=== shootout_sequencer ===
**shootout_sequencer: floorplan with the power grid**

Scale: 4 px per um. Pins as bars on the die edge.
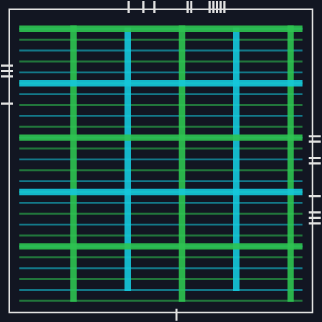
$ cat config.mk
export PLATFORM = sky130hd
export DESIGN_NAME = shootout_sequencer
export DESIGN_NICKNAME = d
export VERILOG_FILES = /design/src/rtl/shootout_pkg.sv /design/src/rtl/shootout_eval.sv /design/src/rtl/shootout_sequencer.sv
export SDC_FILE = /design/constraint.sdc
export NUM_CORES = 1
export LEC_CHECK = 0
export ABC_CLOCK_PERIOD_IN_PS = 11500
export CAP_MARGIN = 20
export CORE_MARGIN = 2
export CORE_UTILIZATION = 40
export CTS_CLUSTER_DIAMETER = 120
export DETAILED_ROUTE_END_ITERATION = 10
export DONT_BUFFER_PORTS = 1
export PLACE_DENSITY = 0.63
export SYNTH_ARGS = -nofsm -noshare
export SYNTH_HDL_FRONTEND = slang
export SYNTH_SLANG_ARGS = --single-unit
$ cat constraint.sdc
create_clock -name clk -period 11.5 [get_ports clk]
set_input_delay 3.45 -clock clk [delete_from_list [all_inputs] [get_ports clk]]
set_output_delay 3.45 -clock clk [all_outputs]
set_load 0.005 [all_outputs]
$ cat src/rtl/shootout_pkg.sv
// rtl/shootout_pkg.sv - shared types and constants for the penalty-shootout referee
package shootout_pkg;

  localparam int DEF_ROUNDS_LONG  = 5;
  localparam int DEF_ROUNDS_SHORT = 3;
  localparam int DEF_CNT_W        = 3;

  localparam logic TEAM_A = 1'b0;
  localparam logic TEAM_B = 1'b1;

  localparam logic [1:0] WIN_NONE = 2'b00;
  localparam logic [1:0] WIN_A    = 2'b01;
  localparam logic [1:0] WIN_B    = 2'b10;

  typedef enum logic [2:0] {
    S_IDLE,
    S_ARM_A,
    S_WAIT_A,
    S_ARM_B,
    S_WAIT_B,
    S_DONE
  } state_t;

  // Winner code for the team that scored the deciding kick.
  function automatic logic [1:0] team_winner(input logic team);
    return (team == TEAM_B) ? WIN_B : WIN_A;
  endfunction

endpackage

$ cat src/rtl/shootout_eval.sv
// rtl/shootout_eval.sv - combinational end-of-game evaluation after each kick result
module shootout_eval
  import shootout_pkg::*;
#(
  parameter int CNT_W = DEF_CNT_W
) (
  input  logic [CNT_W-1:0] score_a,
  input  logic [CNT_W-1:0] score_b,
  input  logic [CNT_W-1:0] k_a,
  input  logic [CNT_W-1:0] k_b,
  input  logic [CNT_W-1:0] n_rounds,
  input  logic             sudden,
  input  logic             shooter,
  input  logic             goal_a,
  input  logic             goal,
  output logic             finish,
  output logic [1:0]       winner,
  output logic             enter_sudden
);

  // Inputs are the post-update scores and kick counts of the current result.
  logic [CNT_W:0] rem_a;
  logic [CNT_W:0] rem_b;
  logic           lead_a;
  logic           lead_b;
  logic           tied;

  // Remaining regulation kicks per team and the unreachable-lead tests.
  always_comb begin
    rem_a  = (k_a >= n_rounds) ? '0 : ({1'b0, n_rounds} - {1'b0, k_a});
    rem_b  = (k_b >= n_rounds) ? '0 : ({1'b0, n_rounds} - {1'b0, k_b});
    lead_a = {1'b0, score_a} > ({1'b0, score_b} + rem_b);
    lead_b = {1'b0, score_b} > ({1'b0, score_a} + rem_a);
    tied   = (score_a == score_b);
  end

  // Regulation uses the scores; sudden death only compares the round's two kicks.
  always_comb begin
    finish       = 1'b0;
    winner       = WIN_NONE;
    enter_sudden = 1'b0;
    if (!sudden) begin
      if (lead_a) begin
        finish = 1'b1;
        winner = WIN_A;
      end else if (lead_b) begin
        finish = 1'b1;
        winner = WIN_B;
      end else if (shooter == TEAM_B && k_b >= n_rounds && tied) begin
        enter_sudden = 1'b1;
      end
    end else if (shooter == TEAM_B && goal_a != goal) begin
      finish = 1'b1;
      winner = goal_a ? team_winner(TEAM_A) : team_winner(TEAM_B);
    end
  end

endmodule

$ cat src/rtl/shootout_sequencer.sv
// rtl/shootout_sequencer.sv - penalty-shootout referee FSM with scoreboard and sudden death
module shootout_sequencer
  import shootout_pkg::*;
#(
  parameter int ROUNDS_LONG  = DEF_ROUNDS_LONG,
  parameter int ROUNDS_SHORT = DEF_ROUNDS_SHORT,
  parameter int CNT_W        = DEF_CNT_W
) (
  input  logic             clk,
  input  logic             rst,
  input  logic             en,
  input  logic             mode_long,
  input  logic             mode_short,
  input  logic             kick,
  input  logic             result_valid,
  input  logic             goal,
  output logic             kick_en,
  output logic             turn,
  output logic [CNT_W-1:0] score_a,
  output logic [CNT_W-1:0] score_b,
  output logic [CNT_W-1:0] round,
  output logic             sudden,
  output logic             done,
  output logic [1:0]       winner
);

  localparam logic [CNT_W-1:0] ONE     = CNT_W'(1);
  localparam logic [CNT_W-1:0] N_LONG  = CNT_W'(ROUNDS_LONG);
  localparam logic [CNT_W-1:0] N_SHORT = CNT_W'(ROUNDS_SHORT);

  state_t           state;
  state_t           state_nx;
  logic [CNT_W-1:0] n_rounds;
  logic [CNT_W-1:0] k_a;
  logic [CNT_W-1:0] k_b;
  logic             goal_a;

  logic             start;
  logic             a_res;
  logic             b_res;
  logic [CNT_W-1:0] score_a_nx;
  logic [CNT_W-1:0] score_b_nx;
  logic [CNT_W-1:0] k_a_nx;
  logic [CNT_W-1:0] k_b_nx;
  logic [CNT_W-1:0] round_nx;
  logic             finish;
  logic [1:0]       win_eval;
  logic             enter_sudden;

  // Qualified events and saturating next values fed to the evaluator.
  always_comb begin
    start      = (state == S_IDLE || state == S_DONE) && (mode_long || mode_short);
    a_res      = (state == S_WAIT_A) && result_valid;
    b_res      = (state == S_WAIT_B) && result_valid;
    score_a_nx = (a_res && goal && score_a != '1) ? score_a + ONE : score_a;
    score_b_nx = (b_res && goal && score_b != '1) ? score_b + ONE : score_b;
    k_a_nx     = (a_res && k_a != '1) ? k_a + ONE : k_a;
    k_b_nx     = (b_res && k_b != '1) ? k_b + ONE : k_b;
    round_nx   = (round != '1) ? round + ONE : round;
  end

  shootout_eval #(
    .CNT_W(CNT_W)
  ) u_eval (
    .score_a     (score_a_nx),
    .score_b     (score_b_nx),
    .k_a         (k_a_nx),
    .k_b         (k_b_nx),
    .n_rounds    (n_rounds),
    .sudden      (sudden),
    .shooter     (state == S_WAIT_B),
    .goal_a      (goal_a),
    .goal        (goal),
    .finish      (finish),
    .winner      (win_eval),
    .enter_sudden(enter_sudden)
  );

  // State register; en low freezes the FSM.
  always_ff @(posedge clk or negedge rst) begin
    if (!rst) begin
      state <= S_IDLE;
    end else if (en) begin
      state <= state_nx;
    end
  end

  // Next-state logic: mode starts a game, kick arms a wait, result advances or ends.
  always_comb begin
    state_nx = state;
    case (state)
      S_IDLE, S_DONE: if (mode_long || mode_short) state_nx = S_ARM_A;
      S_ARM_A:        if (kick) state_nx = S_WAIT_A;
      S_WAIT_A:       if (result_valid) state_nx = finish ? S_DONE : S_ARM_B;
      S_ARM_B:        if (kick) state_nx = S_WAIT_B;
      S_WAIT_B:       if (result_valid) state_nx = finish ? S_DONE : S_ARM_A;
      default:        state_nx = S_IDLE;
    endcase
  end

  // Moore outputs decoded from the registered state.
  always_comb begin
    kick_en = (state == S_ARM_A) || (state == S_ARM_B);
    turn    = (state == S_ARM_B) || (state == S_WAIT_B);
    done    = (state == S_DONE);
  end

  // Score, kick, round and phase bookkeeping; a game start clears everything.
  always_ff @(posedge clk or negedge rst) begin
    if (!rst) begin
      n_rounds <= N_LONG;
      score_a  <= '0;
      score_b  <= '0;
      k_a      <= '0;
      k_b      <= '0;
      round    <= '0;
      sudden   <= 1'b0;
      goal_a   <= 1'b0;
      winner   <= WIN_NONE;
    end else if (en) begin
      if (start) begin
        n_rounds <= mode_long ? N_LONG : N_SHORT;
        score_a  <= '0;
        score_b  <= '0;
        k_a      <= '0;
        k_b      <= '0;
        round    <= '0;
        sudden   <= 1'b0;
        goal_a   <= 1'b0;
        winner   <= WIN_NONE;
      end else begin
        if (a_res) begin
          score_a <= score_a_nx;
          k_a     <= k_a_nx;
          goal_a  <= goal;
        end
        if (b_res) begin
          score_b <= score_b_nx;
          k_b     <= k_b_nx;
          round   <= round_nx;
          if (enter_sudden) sudden <= 1'b1;
        end
        if ((a_res || b_res) && finish) winner <= win_eval;
      end
    end
  end

endmodule

==> flow_metrics.tcl <==
# place-and-route summary
set metrics [dict create \
    grt_max_degree 25 \
    root_buf_cell "sky130_fd_sc_hd__clkbuf_8" \
    netlist_area_sq_um 2040 \
    power_leakage_nw 1.09 \
    layout.filler_cells 490 \
    wl_met2_mm 1.98 \
    worst_setup_path_start_kind "input port" \
    critical-path-max-stage-delay_ns 0.47 \
    critPathMostFrequentCell "sky130_fd_sc_hd__ha_1" \
    fp_nets 253 \
    drcViolationCount 0 \
    per_instance_average_area_after_synthesis_sq_um 9.54 \
    layout_top_cells "sky130_fd_sc_hd__ha_1, sky130_fd_sc_hd__dfrtp_1, sky130_fd_sc_hd__inv_1" \
    p_seq_mw 0.134 \
    post_synth_inst_count 214 \
    design_power_total_mw 0.390 \
    power_top_consumer "combinational logic" \
    place_ws_ns 3.94 \
    worst_setup_path_end_kind "flop" \
    timing.final.crit_period_ns 7.31 \
    max_slew.worst_pin.slew_ns 0.591 \
    top_area_cell "sky130_fd_sc_hd__dfrtp_1" \
    ios 23 \
    synth_top_cell_by_count "sky130_fd_sc_hd__ha_1" \
    drt-initial-drc-count 68 \
    ys_top_logic_family "simple AND/OR/NAND/NOR gates" \
    crit_path_cell_trace "and4bb_2 > nor2b_1 > mux2_1 > ha_1 > fa_1 > nor2_1 > ha_1 > fa_1 > inv_1 > ha_1 > nor2b_1 > o21ai_0 > a21oi_1 > o31ai_1 > nand2_1 > a221o_1" \
    p_switching_mw 0.167 \
    gr_ovfl_total 0 \
    ys_async_sr_fraction_pct 100 \
    p_clk_mw 0.0583 \
    post_cts.resized_instances 0 \
    holdCritPathClass "flop to flop" \
    postCtsHoldBufs 0 \
    tns_ns 0 \
    crit_path_max_fanout 6 \
    warning_count 29 \
    ff2ff_path_depth 16 \
    drive_above_1_share_pct 9.77 \
    cts-htree-levels 1 \
    syn_to_final_growth_pct 6.19 \
    post-route-period-util_pct 63.6 \
    crit-reg2reg-launch "state[2]" \
    grt_antenna_before_repair 0 \
    ys_chip_area_sq_um 2040 \
    final-setup-viol-count 0 \
    placed_cell_area_sq_um 2110 \
    achievable-frequency_mhz 137 \
    path_depth 16 \
    worst_path_dominant_cell_family "adder cells" \
    run_status "complete, no violations" \
    vias_in_the_first_global_route 1430 \
    cp-startpoint "result_valid" \
    max-cap-violations 0 \
    yosys.cell_types.count 49 \
    global_route_wire_length_before_repair_mm 6.96 \
    floorplan.core_util_pct 42.4 \
    area_leaders "sky130_fd_sc_hd__dfrtp_1, sky130_fd_sc_hd__ha_1, sky130_fd_sc_hd__o21ai_0, sky130_fd_sc_hd__fa_1, sky130_fd_sc_hd__inv_1" \
]
About 'floorplan with the power grid' of shootout_sequencer:
- cyan: VDD
- green: VSS
- rows: 25
- signal pins: 23
- met5 straps: 5
- met4 straps: 5
- met1 rails: 26
horizontal die size: 75.4 um
core region area: 4820 sq um
VDD IR max: 93.8 uV
die outline height: 75.4 um

==> registers in the layout, summed over array words and instances, names as in the netlist <==
register,flops
winner,2
n_rounds,2
score_a,3
state,3
sudden,1
round,3
k_b,3
k_a,3
goal_a,1
score_b,3
==> cell type report <==
| cell class | count | area [sq um] | share of cell area [%] |
|---|---|---|---|
| tap | 67 | 83.8 | 3.87 |
| clock buffer | 4 | 55.1 | 2.54 |
| multi-input combinational | 166 | 1350 | 62.2 |
| inverter | 21 | 78.8 | 3.64 |
| sequential | 24 | 602 | 27.8 |

=== toggle_decoder_flat ===
### config.mk
export PLATFORM = sky130hd
export DESIGN_NAME = toggle_decoder_flat
export DESIGN_NICKNAME = d
export VERILOG_FILES = /design/src/rtl/toggle_if.sv /design/src/rtl/toggle_decoder.sv /design/src/flat_wrapper.sv
export SDC_FILE = /design/constraint.sdc
export NUM_CORES = 1
export LEC_CHECK = 0
export CORE_MARGIN = 1
export CORE_UTILIZATION = 59
export CTS_CLUSTER_SIZE = 14
export DETAILED_ROUTE_END_ITERATION = 16
export PLACE_DENSITY = 0.87
export REMOVE_ABC_BUFFERS = 1
export SYNTH_ARGS = -nofsm -noshare
export SYNTH_HDL_FRONTEND = slang
export SYNTH_SLANG_ARGS = --single-unit
### constraint.sdc
create_clock -name clk -period 4.9 [get_ports clk]
set_input_delay 0.735 -clock clk [delete_from_list [all_inputs] [get_ports clk]]
set_output_delay 0.735 -clock clk [all_outputs]
set_load 0.02 [all_outputs]
### src/rtl/toggle_if.sv
// Bundle of the toggle-link signals: the source drives tog/clr and the decoder
// returns the filtered level, the event pulses and the counter status.
interface toggle_if #(
    parameter int CNT_W = 8
);
    logic             tog;
    logic             clr;
    logic             q_dec;
    logic             evt;
    logic             rise;
    logic [CNT_W-1:0] evt_cnt;
    logic [CNT_W-1:0] rate;
    logic             rate_vld;
    logic             ovf;

    modport master (
        output tog, clr,
        input  q_dec, evt, rise, evt_cnt, rate, rate_vld, ovf
    );

    modport slave (
        input  tog, clr,
        output q_dec, evt, rise, evt_cnt, rate, rate_vld, ovf
    );
endinterface

### src/rtl/toggle_decoder.sv
// Recovers discrete events from a toggle-encoded level: deglitch filter,
// one-cycle event/rise pulses, running event count and per-window event rate.
module toggle_decoder #(
    parameter int FILT_LEN = 2,
    parameter int CNT_W    = 8,
    parameter int WIN_LEN  = 100,
    parameter int SAT      = 0
) (
    input  logic     clk,
    input  logic     rst_n,
    toggle_if.slave  bus
);

    localparam logic [0:0]       STABLE    = 1'b0;
    localparam logic [0:0]       CAND      = 1'b1;
    localparam logic [3:0]       FILT_LAST = 4'(FILT_LEN - 1);
    localparam logic [15:0]      WIN_LAST  = 16'(WIN_LEN - 1);
    localparam logic [CNT_W-1:0] CNT_MAX   = '1;
    localparam logic [CNT_W-1:0] CNT_ONE   = CNT_W'(1);

    logic [0:0]       state;
    logic [3:0]       fcnt;
    logic             q_dec;
    logic             evt;
    logic             rise;
    logic [CNT_W-1:0] evt_cnt;
    logic             ovf;
    logic [15:0]      wcnt;
    logic [CNT_W-1:0] win_acc;
    logic [CNT_W-1:0] rate;
    logic             rate_vld;

    logic differ;
    logic accept;
    logic boundary;

    // Saturating increment: once at all-ones the value sticks.
    function automatic logic [CNT_W-1:0] sat_inc(input logic [CNT_W-1:0] v, input logic inc);
        if (v == CNT_MAX || !inc)
            return v;
        return v + CNT_ONE;
    endfunction

    assign differ   = (bus.tog != q_dec);
    assign accept   = differ && (((state == STABLE) && (FILT_LEN == 1)) ||
                                 ((state == CAND) && (fcnt == FILT_LAST)));
    assign boundary = (wcnt == WIN_LAST);

    always_ff @(posedge clk) begin
        if (!rst_n) begin
            state <= STABLE;
            fcnt  <= 4'd0;
            q_dec <= 1'b0;
            evt   <= 1'b0;
            rise  <= 1'b0;
        end else begin
            evt  <= accept;
            rise <= accept & ~q_dec;
            if (accept) begin
                q_dec <= ~q_dec;
                state <= STABLE;
                fcnt  <= 4'd0;
            end else if (state == STABLE) begin
                if (differ) begin
                    state <= CAND;
                    fcnt  <= 4'd1;
                end
            end else if (!differ) begin
                // level fell back before the filter length: a glitch, drop it
                state <= STABLE;
                fcnt  <= 4'd0;
            end else begin
                fcnt <= fcnt + 4'd1;
            end
        end
    end

    // clr touches only the counters and the window; the filter keeps running.
    always_ff @(posedge clk) begin
        if (!rst_n) begin
            evt_cnt  <= '0;
            ovf      <= 1'b0;
            wcnt     <= 16'd0;
            win_acc  <= '0;
            rate     <= '0;
            rate_vld <= 1'b0;
        end else if (bus.clr) begin
            evt_cnt  <= '0;
            ovf      <= 1'b0;
            wcnt     <= 16'd0;
            win_acc  <= '0;
            rate_vld <= 1'b0;
        end else begin
            if (accept) begin
                if (evt_cnt == CNT_MAX) begin
                    ovf <= 1'b1;
                    if (SAT == 0)
                        evt_cnt <= '0;
                end else begin
                    evt_cnt <= evt_cnt + CNT_ONE;
                end
            end
            if (boundary) begin
                rate     <= sat_inc(win_acc, accept);
                win_acc  <= '0;
                wcnt     <= 16'd0;
                rate_vld <= 1'b1;
            end else begin
                win_acc  <= sat_inc(win_acc, accept);
                wcnt     <= wcnt + 16'd1;
                rate_vld <= 1'b0;
            end
        end
    end

    assign bus.q_dec    = q_dec;
    assign bus.evt      = evt;
    assign bus.rise     = rise;
    assign bus.evt_cnt  = evt_cnt;
    assign bus.ovf      = ovf;
    assign bus.rate     = rate;
    assign bus.rate_vld = rate_vld;

endmodule
### src/flat_wrapper.sv
// flat-port wrapper written by rule: the top's interface ports become plain ports
module toggle_decoder_flat 
#(
    parameter int FILT_LEN = 2,
    parameter int CNT_W    = 8,
    parameter int WIN_LEN  = 100,
    parameter int SAT      = 0
)
  (clk, rst_n, bus_tog, bus_clr, bus_q_dec, bus_evt, bus_rise, bus_evt_cnt, bus_rate, bus_rate_vld, bus_ovf);
  toggle_if #(.CNT_W(CNT_W)) bus_i ();
  input  logic clk;
  input  logic rst_n;
  input wire logic [$bits(bus_i.tog)-1:0] bus_tog;
  input wire logic [$bits(bus_i.clr)-1:0] bus_clr;
  output wire logic [$bits(bus_i.q_dec)-1:0] bus_q_dec;
  output wire logic [$bits(bus_i.evt)-1:0] bus_evt;
  output wire logic [$bits(bus_i.rise)-1:0] bus_rise;
  output wire logic [$bits(bus_i.evt_cnt)-1:0] bus_evt_cnt;
  output wire logic [$bits(bus_i.rate)-1:0] bus_rate;
  output wire logic [$bits(bus_i.rate_vld)-1:0] bus_rate_vld;
  output wire logic [$bits(bus_i.ovf)-1:0] bus_ovf;
  assign bus_i.tog = bus_tog;
  assign bus_i.clr = bus_clr;
  assign bus_q_dec = bus_i.q_dec;
  assign bus_evt = bus_i.evt;
  assign bus_rise = bus_i.rise;
  assign bus_evt_cnt = bus_i.evt_cnt;
  assign bus_rate = bus_i.rate;
  assign bus_rate_vld = bus_i.rate_vld;
  assign bus_ovf = bus_i.ovf;
  toggle_decoder #(.FILT_LEN(FILT_LEN), .CNT_W(CNT_W), .WIN_LEN(WIN_LEN), .SAT(SAT)) u_core (.clk(clk), .rst_n(rst_n), .bus(bus_i));
endmodule
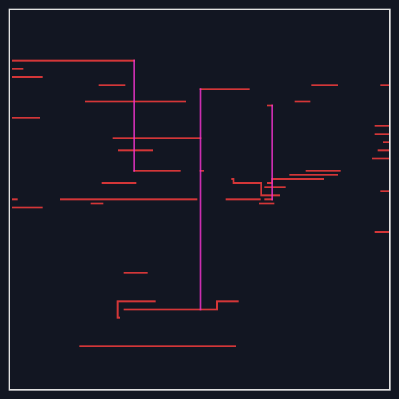
**Above:** toggle_decoder_flat (routed metal, one colour a layer).
Scale: 6 px per um. Only two layers are drawn.
- red: met3 (wire length 248 um)
- magenta: met4 (wire length 70.7 um)
detailed-route wire length: 4.46 mm
Overall Global Routing Usage: 23.7%
via count: 1893
routed wire length per instance: 14.1 um

[final cells by class]
class,count,area (sq um)
clock inverter,2,10.0
multi-input combinational,185,1140
sequential,50,1000
inverter,4,15.0
tap,46,57.6
timing repair buffer,25,248
fill,284,923
clock buffer,5,68.8
[layer usage]
layer | share of wire (%) | wire, um | vias up
li1 | - | - | 933
met1 | 46 | 2070 | 891
met2 | 46 | 2070 | 61
met3 | 5.6 | 248 | 8
met4 | 1.6 | 70 | 0
met5 | 0 | 0 | -
==> flow_metrics.tcl <==
# place-and-route summary
set metrics [dict create \
    run_status "complete, no violations" \
    warning_count 26 \
    root_buf_cell "sky130_fd_sc_hd__clkbuf_8" \
    ir_drop_uv 176 \
    dp_hpwl_mm 3.14 \
    drive_above_1_share_pct 5.17 \
    hold_path_end "u_core.wcnt[0]" \
    xor_share_pct 8.33 \
    top_usage_layer "met2" \
    ys_top_logic_family "simple AND/OR/NAND/NOR gates" \
    firstDrtPassIters 4 \
    post-route-period-util_pct 49.1 \
    cp-startpoint "bus_tog" \
    final_layout_top_logic_cell "sky130_fd_sc_hd__dfxtp_1" \
    cp_data_arrival_time_ns 2.65 \
    max_slew.worst_pin.slew_ns 0.944 \
    gr_ovfl_total 0 \
    critical_path_buf_inv_count 2 \
    port_buffers 24 \
    netlist_area_sq_um 2210 \
    post-cts-setup-buffer-count 0 \
    postLayoutSetupSlackWorst_ns 2.49 \
    synth.mux.area_fraction_pct 1.81 \
    top_area_cell "sky130_fd_sc_hd__dfxtp_1" \
    timing.final.max_slew_violations 0 \
    maxSlewHeadroom_pct 36.5 \
    finalHoldViolations 0 \
    max-cap-violations 0 \
    floorplan.core_util_pct 63.7 \
    ys_async_sr_fraction_pct 0 \
    worst_setup_path_end_kind "flop" \
    holdCritPathClass "flop to flop" \
    tns_ns 0 \
    largest-register "u_core.wcnt" \
    placed_cell_area_sq_um 2470 \
    place_ws_ns 2.19 \
    fin_skew_ns 0.0103 \
    syn_to_final_growth_pct 15.2 \
    floorplan.die_area_sq_um 3990 \
    power_leakage_nw 0.894 \
    yosys.cell_types.count 39 \
    postLayoutCoreUtil_pct 73.4 \
    final-setup-viol-count 0 \
    combinationalPower_mw 0.0273 \
    drcViolationCount 0 \
    post-synth-top-area-fraction_pct 45.3 \
    ys.flops 50 \
    post_cts.resized_instances 0 \
    ys_seq_share_pct 45.3 \
    layoutNonFillerInstCount 317 \
    worst_setup_path_start_kind "input port" \
    drt-initial-drc-count 118 \
    critical_path.reg2reg.endpoint "u_core.bus.rate[2]" \
    critPathSlowestCell "sky130_fd_sc_hd__or4_1" \
    synthTopCellsByCount "sky130_fd_sc_hd__dfxtp_1, sky130_fd_sc_hd__nor2_1, sky130_fd_sc_hd__nand2_1, sky130_fd_sc_hd__nand3_1, sky130_fd_sc_hd__xor2_1" \
    critical_path_required_ns 5.14 \
    hold_depth 1 \
    hold_path.startpoint "u_core.wcnt[0]" \
    share_clk_of_total_power_pct 33.8 \
    via_per_inst 5.97 \
    placementRows 21 \
    grt_antenna_before_repair 0 \
    critical-path-max-stage-delay_ns 0.57 \
    rsz0062_at_grt "false" \
    ff2ff_path_depth 4 \
    achievable-frequency_mhz 416 \
    synth-adder-area-share_pct 2.83 \
    clock_insertion_delay_worst_skew_ns 0.31 \
    design_power_total_mw 0.666 \
]

=== vga_board_capture ===
**vga_board_capture: floorplan with the power grid**

Scale: 1 px per um. Pins as bars on the die edge.
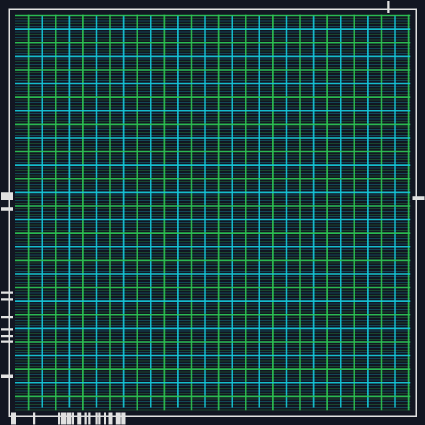
**vga_board_capture: placed cells, one colour a class**

Scale: 1 px per um. Fill, decap, tap and diode cells in grey.
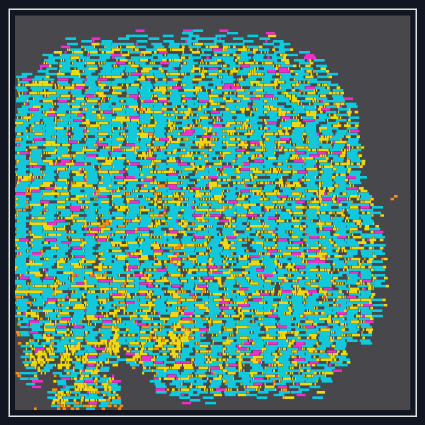
`config.mk`:
```
export PLATFORM = sky130hd
export DESIGN_NAME = vga_board_capture
export DESIGN_NICKNAME = d
export VERILOG_FILES = /design/src/rtl/vga_capture_pkg.sv /design/src/rtl/vga_sync_tracker.sv /design/src/rtl/vga_board_capture.sv
export SDC_FILE = /design/constraint.sdc
export NUM_CORES = 2
export LEC_CHECK = 0
export CAP_MARGIN = 5
export CORE_MARGIN = 5
export CORE_UTILIZATION = 60
export CTS_CLUSTER_DIAMETER = 200
export DETAILED_ROUTE_END_ITERATION = 10
export PLACE_DENSITY = 0.82
export SLEW_MARGIN = 20
export SYNTH_ARGS = -nofsm -noshare
export SYNTH_HDL_FRONTEND = slang
export SYNTH_SLANG_ARGS = --single-unit
```
`constraint.sdc`:
```
create_clock -name clk -period 39.4 [get_ports clk]
set_clock_uncertainty 0.2 [all_clocks]
set_input_delay 7.88 -clock clk [delete_from_list [all_inputs] [get_ports clk]]
set_output_delay 7.88 -clock clk [all_outputs]
set_load 0.02 [all_outputs]
```
`src/rtl/vga_capture_pkg.sv`:
```
// rtl/vga_capture_pkg.sv - shared constants and types for the VGA board capture
package vga_capture_pkg;

    localparam int VGA_H_TOTAL      = 800;
    localparam int VGA_H_SYNC_START = 656;
    localparam int VGA_V_TOTAL      = 525;
    localparam int VGA_V_SYNC_START = 490;
    localparam int VGA_TIMEOUT      = 1600;

    localparam int LOG_WIDTH  = 6;
    localparam int LOG_HEIGHT = 5;
    localparam int BOARD_SIZE = 2048;

    localparam int WIN_H_START = 64;
    localparam int WIN_H_END   = 576;
    localparam int WIN_V_START = 112;
    localparam int WIN_V_END   = 368;

    // PMOD byte is {hsync, B0, G0, R0, vsync, B1, G1, R1}
    localparam int PMOD_HSYNC = 7;
    localparam int PMOD_VSYNC = 3;
    localparam int PMOD_G1    = 1;
    localparam int PMOD_R1    = 0;

    typedef enum logic [1:0] {
        ST_SEARCH  = 2'd0,
        ST_MEASURE = 2'd1,
        ST_LOCKED  = 2'd2
    } sync_state_e;

endpackage

```
`src/rtl/vga_sync_tracker.sv`:
```
// rtl/vga_sync_tracker.sv - input register, sync edge detect, raster counters and lock FSM
module vga_sync_tracker
    import vga_capture_pkg::*;
#(
    parameter int H_TOTAL         = VGA_H_TOTAL,
    parameter int H_SYNC_START    = VGA_H_SYNC_START,
    parameter int V_TOTAL         = VGA_V_TOTAL,
    parameter int V_SYNC_START    = VGA_V_SYNC_START,
    parameter int SYNC_ACTIVE_LOW = 1,
    parameter int TIMEOUT         = VGA_TIMEOUT
) (
    input  logic       clk,
    input  logic       rst_n,
    input  logic [7:0] vga_i,
    output logic [9:0] h_o,
    output logic [9:0] v_o,
    output logic       cell_bit_o,
    output logic       locked_o,
    output logic       vsync_edge_o,
    output logic       sync_err_o
);

    localparam logic POL = (SYNC_ACTIVE_LOW != 0);
    // Syncs reset to their asserted level so a source already in sync cannot fake an edge
    localparam logic [3:0] S_RST = {~POL, ~POL, 2'b00};

    // Only the syncs and the R1/G1 pair matter downstream: {hsync, vsync, G1, R1}
    logic [3:0]  s_q, p_q;
    logic        unused_pmod;
    logic        hedge, vedge;
    logic [9:0]  h_q, h_d, v_q, v_d;
    logic [10:0] per_q, per_d;
    logic [9:0]  lines_q, lines_d, lines_inc;
    logic        seen_q, seen_d;
    logic        sync_err_q, sync_err_d;
    logic        h_wrap, period_bad, timeout, lines_bad;
    sync_state_e state_q, state_d;

    assign unused_pmod = ^{vga_i[6:4], vga_i[2]};

    assign hedge = (s_q[3] ^ POL) & ~(p_q[3] ^ POL);
    assign vedge = (s_q[2] ^ POL) & ~(p_q[2] ^ POL);

    always_comb begin
        h_wrap = (h_q == 10'(H_TOTAL - 1));
        h_d    = h_q + 10'd1;
        if (hedge)       h_d = 10'(H_SYNC_START);
        else if (h_wrap) h_d = '0;

        v_d = v_q;
        if (vedge)                 v_d = 10'(V_SYNC_START);
        else if (h_wrap && !hedge) v_d = (v_q == 10'(V_TOTAL - 1)) ? '0 : v_q + 10'd1;

        per_d      = hedge ? '0 : ((&per_q) ? per_q : per_q + 11'd1);
        lines_inc  = (hedge && !(&lines_q)) ? lines_q + 10'd1 : lines_q;
        lines_d    = vedge ? '0 : lines_inc;
        period_bad = hedge && seen_q && (per_q != 11'(H_TOTAL - 1));
        timeout    = !hedge && (per_q >= 11'(TIMEOUT - 1));
        lines_bad  = vedge && (lines_inc != 10'(V_TOTAL));

        seen_d     = seen_q | hedge;
        state_d    = state_q;
        sync_err_d = 1'b0;
        case (state_q)
            ST_SEARCH: begin
                if (vedge) begin
                    state_d = ST_MEASURE;
                    seen_d  = hedge;
                end
            end
            ST_MEASURE, ST_LOCKED: begin
                if (period_bad || timeout || lines_bad) begin
                    state_d    = ST_SEARCH;
                    sync_err_d = 1'b1;
                end else if (vedge) begin
                    state_d = ST_LOCKED;
                end
            end
            default: state_d = ST_SEARCH;
        endcase
    end

    always_ff @(posedge clk or negedge rst_n) begin
        if (!rst_n) begin
            s_q        <= S_RST;
            p_q        <= S_RST;
            h_q        <= '0;
            v_q        <= '0;
            per_q      <= '0;
            lines_q    <= '0;
            seen_q     <= 1'b0;
            sync_err_q <= 1'b0;
            state_q    <= ST_SEARCH;
        end else begin
            s_q        <= {vga_i[PMOD_HSYNC], vga_i[PMOD_VSYNC], vga_i[PMOD_G1], vga_i[PMOD_R1]};
            p_q        <= s_q;
            h_q        <= h_d;
            v_q        <= v_d;
            per_q      <= per_d;
            lines_q    <= lines_d;
            seen_q     <= seen_d;
            sync_err_q <= sync_err_d;
            state_q    <= state_d;
        end
    end

    // h_q/v_q track the pixel held in P, so the cell bit is taken from P
    assign h_o          = h_q;
    assign v_o          = v_q;
    assign cell_bit_o   = p_q[1] & p_q[0];
    assign locked_o     = (state_q == ST_LOCKED);
    assign vsync_edge_o = vedge;
    assign sync_err_o   = sync_err_q;

endmodule

```
`src/rtl/vga_board_capture.sv`:
```
// rtl/vga_board_capture.sv - samples cell centres of a locked 640x480 raster into a 64x32 bitmap
module vga_board_capture
    import vga_capture_pkg::*;
#(
    parameter int H_TOTAL         = VGA_H_TOTAL,
    parameter int H_SYNC_START    = VGA_H_SYNC_START,
    parameter int V_TOTAL         = VGA_V_TOTAL,
    parameter int V_SYNC_START    = VGA_V_SYNC_START,
    parameter int SYNC_ACTIVE_LOW = 1,
    parameter int TIMEOUT         = VGA_TIMEOUT
) (
    input  logic        clk,
    input  logic        rst_n,
    input  logic [7:0]  vga_in,
    input  logic [10:0] rd_addr,
    output logic        rd_data,
    output logic        locked,
    output logic        sync_err,
    output logic        frame_done,
    output logic [11:0] live_count,
    output logic [7:0]  frame_count
);

    logic [9:0]  h, v;
    logic        cell_bit, trk_locked, vsync_edge;
    logic        sample;
    logic [10:0] wr_addr;
    logic        mem [BOARD_SIZE];
    logic        rd_data_q;
    logic [11:0] samp_q, samp_d, acc_q, acc_d, live_q, live_d;
    logic [7:0]  fc_q, fc_d;
    logic        fd_q, fd_d;

    vga_sync_tracker #(
        .H_TOTAL        (H_TOTAL),
        .H_SYNC_START   (H_SYNC_START),
        .V_TOTAL        (V_TOTAL),
        .V_SYNC_START   (V_SYNC_START),
        .SYNC_ACTIVE_LOW(SYNC_ACTIVE_LOW),
        .TIMEOUT        (TIMEOUT)
    ) u_tracker (
        .clk         (clk),
        .rst_n       (rst_n),
        .vga_i       (vga_in),
        .h_o         (h),
        .v_o         (v),
        .cell_bit_o  (cell_bit),
        .locked_o    (trk_locked),
        .vsync_edge_o(vsync_edge),
        .sync_err_o  (sync_err)
    );

    assign sample = trk_locked
                 && (h >= 10'(WIN_H_START)) && (h < 10'(WIN_H_END))
                 && (v >= 10'(WIN_V_START)) && (v < 10'(WIN_V_END))
                 && (h[2:0] == 3'd3) && (v[2:0] == 3'd3);
    assign wr_addr = {v[LOG_HEIGHT+2:3], h[LOG_WIDTH+2:3]};

    always_ff @(posedge clk) begin
        if (sample) mem[wr_addr] <= cell_bit;
    end

    always_comb begin
        samp_d = samp_q;
        acc_d  = acc_q;
        live_d = live_q;
        fc_d   = fc_q;
        fd_d   = 1'b0;
        if (vsync_edge) begin
            // Only a fully sampled board is reported; partial frames are dropped
            if (trk_locked && samp_q == 12'(BOARD_SIZE)) begin
                fd_d   = 1'b1;
                live_d = acc_q;
                fc_d   = fc_q + 8'd1;
            end
            samp_d = '0;
            acc_d  = '0;
        end else if (sample) begin
            samp_d = samp_q + 12'd1;
            acc_d  = acc_q + {11'd0, cell_bit};
        end
    end

    always_ff @(posedge clk or negedge rst_n) begin
        if (!rst_n) begin
            samp_q    <= '0;
            acc_q     <= '0;
            live_q    <= '0;
            fc_q      <= '0;
            fd_q      <= 1'b0;
            rd_data_q <= 1'b0;
        end else begin
            samp_q    <= samp_d;
            acc_q     <= acc_d;
            live_q    <= live_d;
            fc_q      <= fc_d;
            fd_q      <= fd_d;
            rd_data_q <= mem[rd_addr];
        end
    end

    assign locked      = trk_locked;
    assign frame_done  = fd_q;
    assign live_count  = live_q;
    assign frame_count = fc_q;
    assign rd_data     = rd_data_q;

endmodule

```
==> flow_metrics.tcl <==
# place-and-route summary
set metrics [dict create \
    comb_total_area_pct 26.5 \
    ys_seq_share_pct 68.2 \
    hold_ws_ns 0.151 \
    powerDensity_nw_per_um2 45.7 \
    per_instance_average_area_after_synthesis_sq_um 14.1 \
    gr_ovfl_total 0 \
    timing.final.crit_period_ns 13.72 \
    run_status "complete, no violations" \
    clkCellAreaFrac_pct 6.40 \
    insertedDiodeCount 3 \
    power.share.switching_pct 21.6 \
    drt-initial-drc-count 10100 \
    synthSimpleGateAreaFrac_pct 11.4 \
    route.vias.total 59000 \
    critical_path_required_ns 39.92 \
    critical_path.reg2reg.endpoint "mem[134]" \
    cts-root-to-sink-buffers 3 \
]
About 'floorplan with the power grid' of vga_board_capture:
- green: VSS
- cyan: VDD
- met1 rails: 146
- met4 straps: 29
- rows: 145
- met5 straps: 29
- signal pins: 45
VDD IR max: 49.2 uV
die outline height: 405 um

About 'placed cells, one colour a class' of vga_board_capture:
- magenta: clock drivers and dummy loads (cells 381; share of their area 6.6%)
- orange: other buffers and delay cells (cells 150; share of their area 1.3%)
- yellow: all other logic (cells 3910; share of their area 27%)
- cyan: flip-flops (cells 2147; share of their area 65%)
Layout Utilization: 65.0%
sequential share of cell area: 63.1%
core region area: 156000 sq um
number of rows in the core area: 145

[registers in the layout, summed over array words and instances, names as in the netlist]
| register | cells |
|---|---|
| acc_q | 12 |
| frame_count | 8 |
| frame_done | 1 |
| live_count | 12 |
| mem | 2048 |
| rd_data | 1 |
| samp_q | 12 |
| u_tracker.h_o | 10 |
| u_tracker.lines_q | 10 |
| u_tracker.p_q | 4 |
| u_tracker.per_q | 11 |
| u_tracker.s_q | 4 |
| u_tracker.seen_q | 1 |
| u_tracker.state_q | 2 |
| u_tracker.sync_err_o | 1 |
| u_tracker.v_o | 10 |

=== stump_fetch_unit ===
## src/rtl/stump_fetch_unit_pkg.sv

```systemverilog
// stump_fetch_unit_pkg: shared Stump fetch definitions (word width, reset PC, FSM encodings)
package stump_fetch_unit_pkg;
    localparam int WORD_W = 16;
    localparam logic [WORD_W-1:0] DEFAULT_RESET_PC = 16'h0000;
    typedef enum logic [1:0] {
        IDLE = 2'b00,
        REQ  = 2'b01,
        ERR  = 2'b10
    } fetch_state_e;
endpackage

```

## src/rtl/stump_fetch_unit_timer.sv

```systemverilog
// stump_fetch_timer: request timeout counter; expired fires on the edge the count would reach TIMEOUT_CYCLES
module stump_fetch_timer #(
    parameter int TIMEOUT_CYCLES = 16
) (
    input  logic clk,
    input  logic rst,
    input  logic clear,
    input  logic enable,
    output logic expired
);
    logic [7:0] count_q, count_d;
    always_comb begin
        count_d = clear ? 8'd0 : enable ? count_q + 8'd1 : count_q;
    end
    always_ff @(posedge clk or negedge rst) begin
        if (!rst) count_q <= 8'd0;
        else      count_q <= count_d;
    end
    assign expired = enable && (count_q == 8'(TIMEOUT_CYCLES - 1));
endmodule

```

## src/rtl/stump_fetch_unit.sv

```systemverilog
// stump_fetch_unit: Stump PC/IR fetch stage over a req/ack memory port; STUMP_FETCH_TIMEOUT_EN adds a request timeout and ERR state
module stump_fetch_unit
    import stump_fetch_unit_pkg::*;
#(
    parameter logic [15:0] RESET_PC       = DEFAULT_RESET_PC,
    parameter int          TIMEOUT_CYCLES = 16
) (
    input  logic        clk,
    input  logic        rst,
    input  logic        fetch_start,
    input  logic        pc_wen,
    input  logic [15:0] pc_wdata,
    input  logic [15:0] mem_rdata,
    input  logic        mem_ack,
    output logic        mem_req,
    output logic [15:0] mem_addr,
    output logic [15:0] ir,
    output logic        ir_valid,
    output logic [15:0] pc,
    output logic        fetch_busy,
    output logic        bus_error
);
    fetch_state_e state_q, state_d;
    logic [WORD_W-1:0] pc_q, pc_d, ir_q, ir_d, mem_addr_q, mem_addr_d;
    logic ir_valid_q, ir_valid_d;
    logic start, done, expired;
    assign start = (state_q == IDLE) && fetch_start;
    assign done  = (state_q == REQ) && mem_ack;
`ifdef STUMP_FETCH_TIMEOUT_EN
    stump_fetch_timer #(.TIMEOUT_CYCLES(TIMEOUT_CYCLES)) u_timer (
        .clk     (clk),
        .rst     (rst),
        .clear   (start),
        .enable  ((state_q == REQ) && !mem_ack),
        .expired (expired)
    );
    assign bus_error = (state_q == ERR);
`else
    logic unused_timeout;
    assign unused_timeout = |TIMEOUT_CYCLES;
    assign expired   = 1'b0;
    assign bus_error = 1'b0;
`endif
    always_comb begin
        state_d    = start ? REQ : done ? IDLE : expired ? ERR : state_q;
        mem_addr_d = start ? pc_q : mem_addr_q;
        ir_d       = done ? mem_rdata : ir_q;
        ir_valid_d = start ? 1'b0 : done ? 1'b1 : ir_valid_q;
        // a redirect wins over the post-fetch increment
        pc_d       = pc_wen ? pc_wdata : done ? pc_q + 16'd1 : pc_q;
    end
    always_ff @(posedge clk or negedge rst) begin
        if (!rst) begin
            state_q    <= IDLE;
            pc_q       <= RESET_PC;
            ir_q       <= '0;
            ir_valid_q <= 1'b0;
            mem_addr_q <= '0;
        end else begin
            state_q    <= state_d;
            pc_q       <= pc_d;
            ir_q       <= ir_d;
            ir_valid_q <= ir_valid_d;
            mem_addr_q <= mem_addr_d;
        end
    end
    assign mem_req    = (state_q == REQ);
    assign fetch_busy = (state_q != IDLE);
    assign mem_addr   = mem_addr_q;
    assign ir         = ir_q;
    assign ir_valid   = ir_valid_q;
    assign pc         = pc_q;
endmodule
```

## config.mk

```make
export PLATFORM = sky130hd
export DESIGN_NAME = stump_fetch_unit
export DESIGN_NICKNAME = d
export VERILOG_FILES = /design/src/rtl/stump_fetch_unit_pkg.sv /design/src/rtl/stump_fetch_unit_timer.sv /design/src/rtl/stump_fetch_unit.sv
export SDC_FILE = /design/constraint.sdc
export NUM_CORES = 1
export LEC_CHECK = 0
export CORE_ASPECT_RATIO = 2
export CORE_MARGIN = 5
export CORE_UTILIZATION = 38
export CTS_CLUSTER_DIAMETER = 40
export DETAILED_ROUTE_END_ITERATION = 10
export PLACE_DENSITY = 0.73
export SYNTH_ARGS = -nofsm -noshare
export SYNTH_HDL_FRONTEND = slang
export SYNTH_SLANG_ARGS = --single-unit
```

## constraint.sdc

```tcl
create_clock -name clk -period 1.8 [get_ports clk]
set_clock_uncertainty 0.2 [all_clocks]
set_input_delay 0.45 -clock clk [delete_from_list [all_inputs] [get_ports clk]]
set_output_delay 0.45 -clock clk [all_outputs]
set_load 0.005 [all_outputs]
```

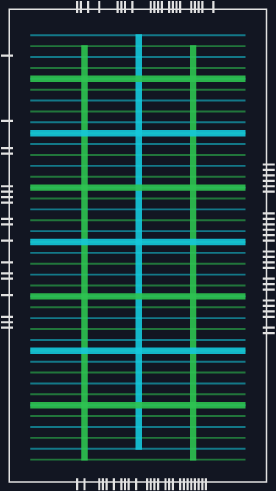
**Above:** stump_fetch_unit (floorplan with the power grid).
Scale: 4 px per um. Pins as bars on the die edge.
- cyan: VDD
- green: VSS
- rows: 39
- signal pins: 89
- met1 rails: 40
- met4 straps: 3

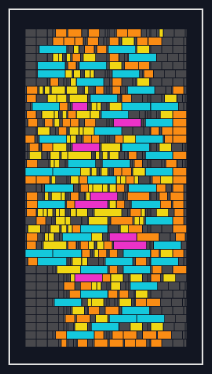
**Above:** stump_fetch_unit (placed cells, one colour a class).
Scale: 3 px per um. Fill, decap, tap and diode cells in grey.
- orange: other buffers and delay cells (cells 130; share of their area 34%)
- yellow: all other logic (cells 119; share of their area 26%)
- cyan: flip-flops (cells 50; share of their area 34%)
- magenta: clock drivers and dummy loads (cells 8; share of their area 5.4%)

==> flow_metrics.tcl <==
# place-and-route summary
set metrics [dict create \
    area_leaders "sky130_fd_sc_hd__dfrtp_1, sky130_fd_sc_hd__mux2_2, sky130_fd_sc_hd__xnor2_1, sky130_fd_sc_hd__nand2_1, sky130_fd_sc_hd__nor4_2" \
    routed_wire_length_per_instance_um 16.6 \
    warning_count 27 \
    per_instance_average_area_after_synthesis_sq_um 12.3 \
    holdCritPathClass "flop to flop" \
    failed_checks "negative setup slack" \
    power_top_consumer "registers" \
    clock_insertion_delay_worst_skew_ns 0.29 \
    critical_path_required_ns 1.78 \
    die-height_um 118 \
    met3_wirelength_um 279 \
    rsz0062_at_grt "true" \
    n_tap_cell 61 \
    finalHoldViolations 0 \
    netlist_area_sq_um 2210 \
    powerDensity_nw_per_um2 1000 \
    signal_buffers 130 \
    synthSimpleGateAreaFrac_pct 13.8 \
    postCtsHoldBufs 1 \
    grt_max_degree 27 \
    postLayoutSetupSlackWorst_ns -0.0250 \
    gp_congestion 0.747 \
    power_leakage_nw 1.85 \
    dp_hpwl_mm 4.24 \
    clkCellAreaFrac_pct 5.32 \
    core_sq_um 5710 \
    nNetsFinal 344 \
    cp_data_arrival_time_ns 1.80 \
    ys_top_logic_family "multiplexers" \
    p_switching_mw 0.902 \
    run_status "complete, but fails checks" \
    post_synth_inst_count 179 \
    wirelength_mm 6.12 \
    final-setup-viol-count 1 \
    insertedDiodeCount 0 \
    clockBufferCount 6 \
    share_clk_of_total_power_pct 33.1 \
    seq_area_sq_um 1260 \
    globalRouteMet1Util_pct 18.0 \
    floorplan.die_area_sq_um 7530 \
    hold_path_end "mem_addr[9]" \
    critical-path-max-stage-delay_ns 0.38 \
    yosys.cell_types.count 30 \
    firstDrtPassIters 4 \
    place_ws_ns -0.310 \
    design_power_total_mw 3.76 \
    numClockSinks 50 \
    layout.nonclk_buf_share_pct 33.6 \
    top_area_cell "sky130_fd_sc_hd__dfrtp_1" \
    synthTopCellsByCount "sky130_fd_sc_hd__dfrtp_1, sky130_fd_sc_hd__mux2_2, sky130_fd_sc_hd__nand2_1, sky130_fd_sc_hd__xnor2_1, sky130_fd_sc_hd__o21ai_0" \
    worst_setup_hold_path_clk_slew_ns 0.07 \
    critical_path.reg2reg.endpoint "pc[14]" \
    top_layer_used "met4" \
    post-cts-setup-buffer-count 17 \
    top_usage_layer "met2" \
    worst_setup_path_start_kind "flop" \
    drive_above_1_share_pct 31.9 \
    cts-root-to-sink-buffers 2 \
    vias_in_the_first_global_route 2010 \
    crit_path_cell_trace "buf_4 > nand4_1 > buf_4 > nor4_4 > nor3b_1 > a221o_1" \
    synth.mux.area_fraction_pct 15.7 \
    synth_top_cell_by_count "sky130_fd_sc_hd__dfrtp_1" \
    crit-reg2reg-launch "pc[12]" \
    syn_to_final_growth_pct 69.3 \
    ys_seq_share_pct 56.6 \
    placed_cell_area_sq_um 3290 \
    synth-edff-count 0 \
    synth-adder-area-share_pct 0.566 \
    critPathSlowestCell "sky130_fd_sc_hd__dfrtp_1" \
    layout.filler_cells 463 \
]
## worst max path at each step
stage / depth (start not counted) / startpoint / endpoint / slack, ns
6_report: 6 / pc[12] / pc[14] / -0.02
5_1_grt: 6 / pc[11] / pc[14] / -0.09
3_3_place_gp: 6 / mem_ack / pc[8] / -0.30
4_1_cts: 1 / mem_addr[4] / mem_addr[4] / 0.0004
3_5_place_dp: 6 / mem_ack / pc[15] / -0.31
2_1_floorplan: 5 / pc[0] / pc[14] / 0.17

=== imm_sequencer ===
===== src/rtl/imm_sequencer.sv =====
// imm_sequencer: sequences ZEXT/SEXT/HIGH/WIDE immediates through an external zero-extender into a register write.
module imm_sequencer #(
  parameter int TIMEOUT = 15
) (
  input  logic        clk,
  input  logic        reset,
  input  logic        start,
  input  logic [1:0]  mode,
  input  logic [7:0]  imm_in,
  input  logic        lo_valid,
  input  logic        abort,
  output logic [7:0]  ext_in,
  input  logic [15:0] ext_out,
  output logic [15:0] imm_out,
  output logic        reg_wr_en,
  output logic        busy,
  output logic        err
);
  typedef enum logic [1:0] {IDLE, WAIT_LO, EXT, WRITE} state_t;
  localparam logic [3:0] TMO = 4'(TIMEOUT);
  state_t state, nxt;
  logic [1:0] mode_r;
  logic [7:0] byte_a, byte_b;
  logic [3:0] cnt;
  logic [15:0] imm_load;
  logic waiting;
  always_comb begin
    nxt = state;
    case (state)
      IDLE:    if (start) nxt = (mode == 2'b11) ? WAIT_LO : EXT;
      WAIT_LO: nxt = abort ? IDLE : lo_valid ? EXT : (cnt == TMO) ? IDLE : WAIT_LO;
      EXT:     nxt = WRITE;
      WRITE:   nxt = IDLE;
    endcase
  end
  // idle WAIT_LO cycle: neither abort nor lo_valid arrived
  assign waiting   = (state == WAIT_LO) && !abort && !lo_valid;
  assign err       = waiting && (cnt == TMO);
  assign busy      = (state != IDLE);
  assign reg_wr_en = (state == WRITE);
  assign ext_in    = (state != EXT) ? 8'h00 : (mode_r == 2'b11) ? byte_b : byte_a;
  assign imm_load  = (mode_r == 2'b00) ? ext_out :
                     (mode_r == 2'b01) ? {{8{ext_in[7]}}, ext_out[7:0]} :
                     (mode_r == 2'b10) ? {byte_a, 8'h00} : {byte_a, ext_out[7:0]};
  always_ff @(posedge clk or posedge reset) begin
    if (reset) begin
      state   <= IDLE;
      mode_r  <= 2'b00;
      byte_a  <= 8'h00;
      byte_b  <= 8'h00;
      cnt     <= 4'd0;
      imm_out <= 16'h0000;
    end else begin
      state <= nxt;
      cnt   <= (waiting && cnt != TMO) ? cnt + 4'd1 : 4'd0;
      if (state == IDLE && start) begin
        mode_r <= mode;
        byte_a <= imm_in;
      end
      if (state == WAIT_LO && !abort && lo_valid) byte_b <= imm_in;
      if (state == EXT) imm_out <= imm_load;
    end
  end
endmodule


===== config.mk =====
export PLATFORM = sky130hd
export DESIGN_NAME = imm_sequencer
export DESIGN_NICKNAME = d
export VERILOG_FILES = /design/src/rtl/imm_sequencer.sv
export SDC_FILE = /design/constraint.sdc
export NUM_CORES = 1
export LEC_CHECK = 0
export CORE_MARGIN = 8
export CORE_UTILIZATION = 46
export CTS_CLUSTER_DIAMETER = 120
export DETAILED_ROUTE_END_ITERATION = 10
export HOLD_SLACK_MARGIN = 0.05
export PLACE_DENSITY = 0.91
export SYNTH_ARGS = -nofsm -noshare
export SYNTH_HDL_FRONTEND = slang
export SYNTH_SLANG_ARGS = --single-unit

===== constraint.sdc =====
create_clock -name clk -period 1.8 [get_ports clk]
set_clock_uncertainty 0.1 [all_clocks]
set_input_delay 0.18 -clock clk [delete_from_list [all_inputs] [get_ports clk]]
set_output_delay 0.18 -clock clk [all_outputs]
set_load 0.1 [all_outputs]

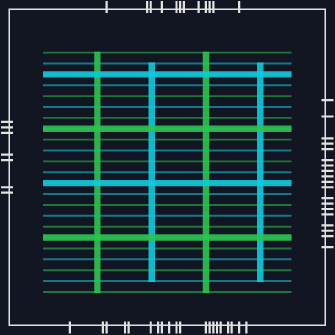
**Above:** imm_sequencer (floorplan with the power grid).
Scale: 4 px per um. Pins as bars on the die edge.
- cyan: VDD
- green: VSS
- met5 straps: 4
- signal pins: 58
- met4 straps: 4
- met1 rails: 23
- rows: 22

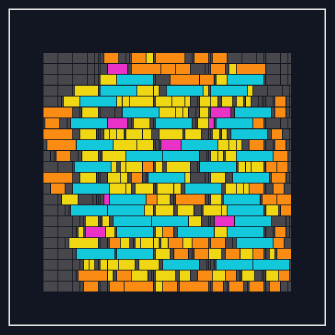
**Above:** imm_sequencer (placed cells, one colour a class).
Scale: 4 px per um. Fill, decap, tap and diode cells in grey.
- cyan: flip-flops (cells 40; share of their area 38%)
- yellow: all other logic (cells 110; share of their area 32%)
- magenta: clock drivers and dummy loads (cells 8; share of their area 3.4%)
- orange: other buffers and delay cells (cells 64; share of their area 27%)
number of rows in the core area: 22
Finished Cell Area: 2730 sq um
sequential share of cell area: 36.8%

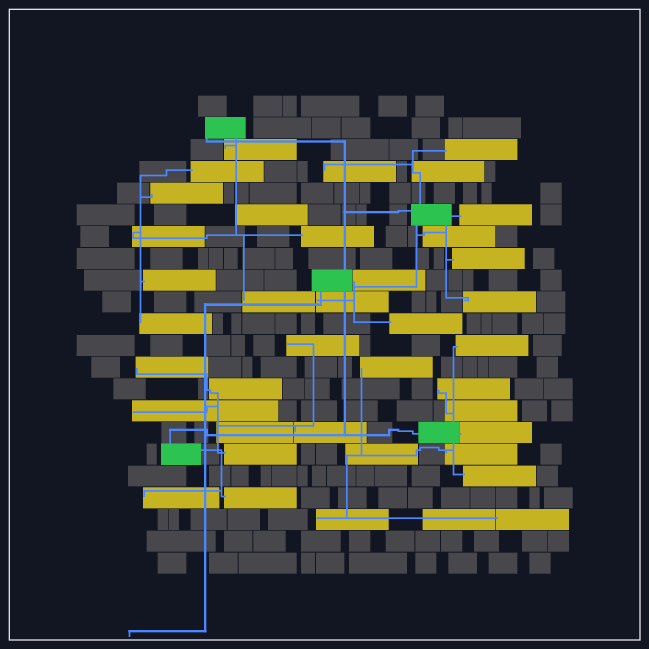
**Above:** imm_sequencer (clock network drawn from the DEF).
Scale: 8 px per um.
- yellow: flip-flops (count 40)
- green: cells driving clock nets (count 5)
- blue: clock wires (length 480 um)
- routed clock nets: 6
Skew-Pair Late Insertion Delay: 0.29 ns

==> flow_metrics.tcl <==
# place-and-route summary
set metrics [dict create \
    run_status "complete, no violations" \
    fp_nets 188 \
    top_usage_layer "met2" \
    timing.final.crit_period_ns 1.80 \
    worst_setup_path_start_kind "flop" \
    dominantRegCellSynth "sky130_fd_sc_hd__dfrtp_1" \
    syn_to_final_growth_pct 50.9 \
    cts_inserted_buffers 5 \
    gr_ovfl_total 0 \
    top_area_cell_class "registers" \
    met3_track_usage_gr_pct 5.92 \
    core_sq_um 3720 \
    critical-path-max-stage-delay_ns 0.51 \
    layout.nonclk_buf_share_pct 26.0 \
    drt-met1-wl_mm 1.98 \
    synth_top_cell_by_count "sky130_fd_sc_hd__dfrtp_1" \
    flop-count 40 \
    n_tap_cell 48 \
    worst_setup_slack_for_register_to_register_paths_ns 0.11 \
]
-- per-stage QoR --
| step | setup TNS, ns | cell area (sq um) | util (%) | hold slack, ns |
|---|---|---|---|---|
| CTS | 0 | 2700 | 72.6 | 0.240 |
| floorplan | -0.829 | 1880 | - | 0.210 |
| detailed placement | 0 | 2580 | 69.4 | 0.385 |
| global route | -0.0274 | 2730 | 73.3 | 0.254 |
| global placement | 0 | 2580 | 69.4 | 0.377 |
| finish | 0 | 2730 | 73.3 | 0.222 |


==> screenshots <==
Cell placement.
image #1
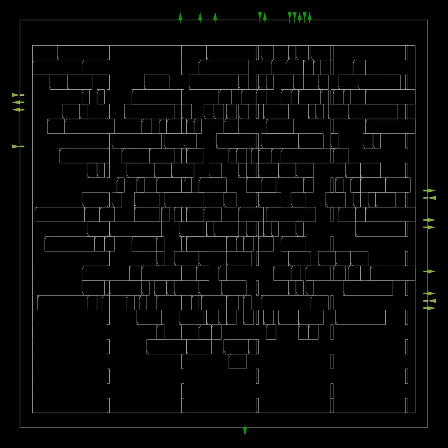
image #2
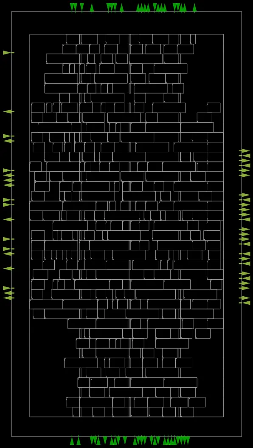
image #3
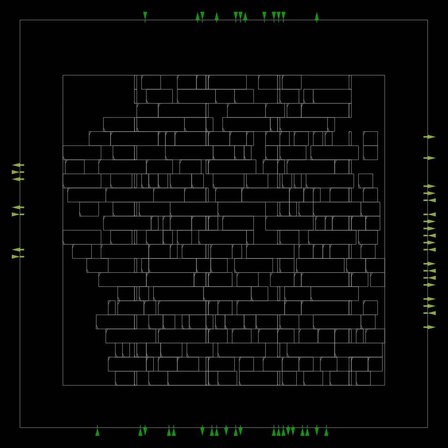
image #4
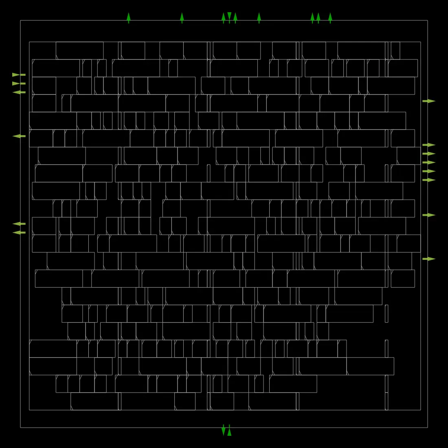
image #5
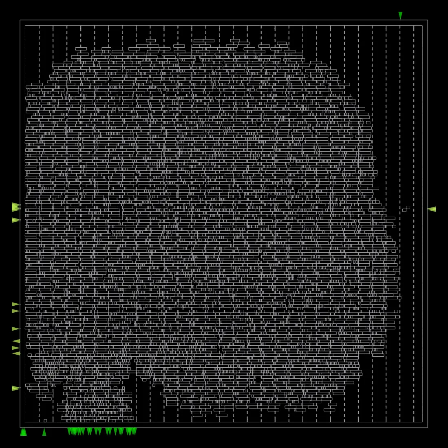
For imm_sequencer, see image #3.
For vga_board_capture, see image #5.
For toggle_decoder_flat, see image #4.
For stump_fetch_unit, see image #2.
For shootout_sequencer, see image #1.

Power and IR drop assume default switching activity.
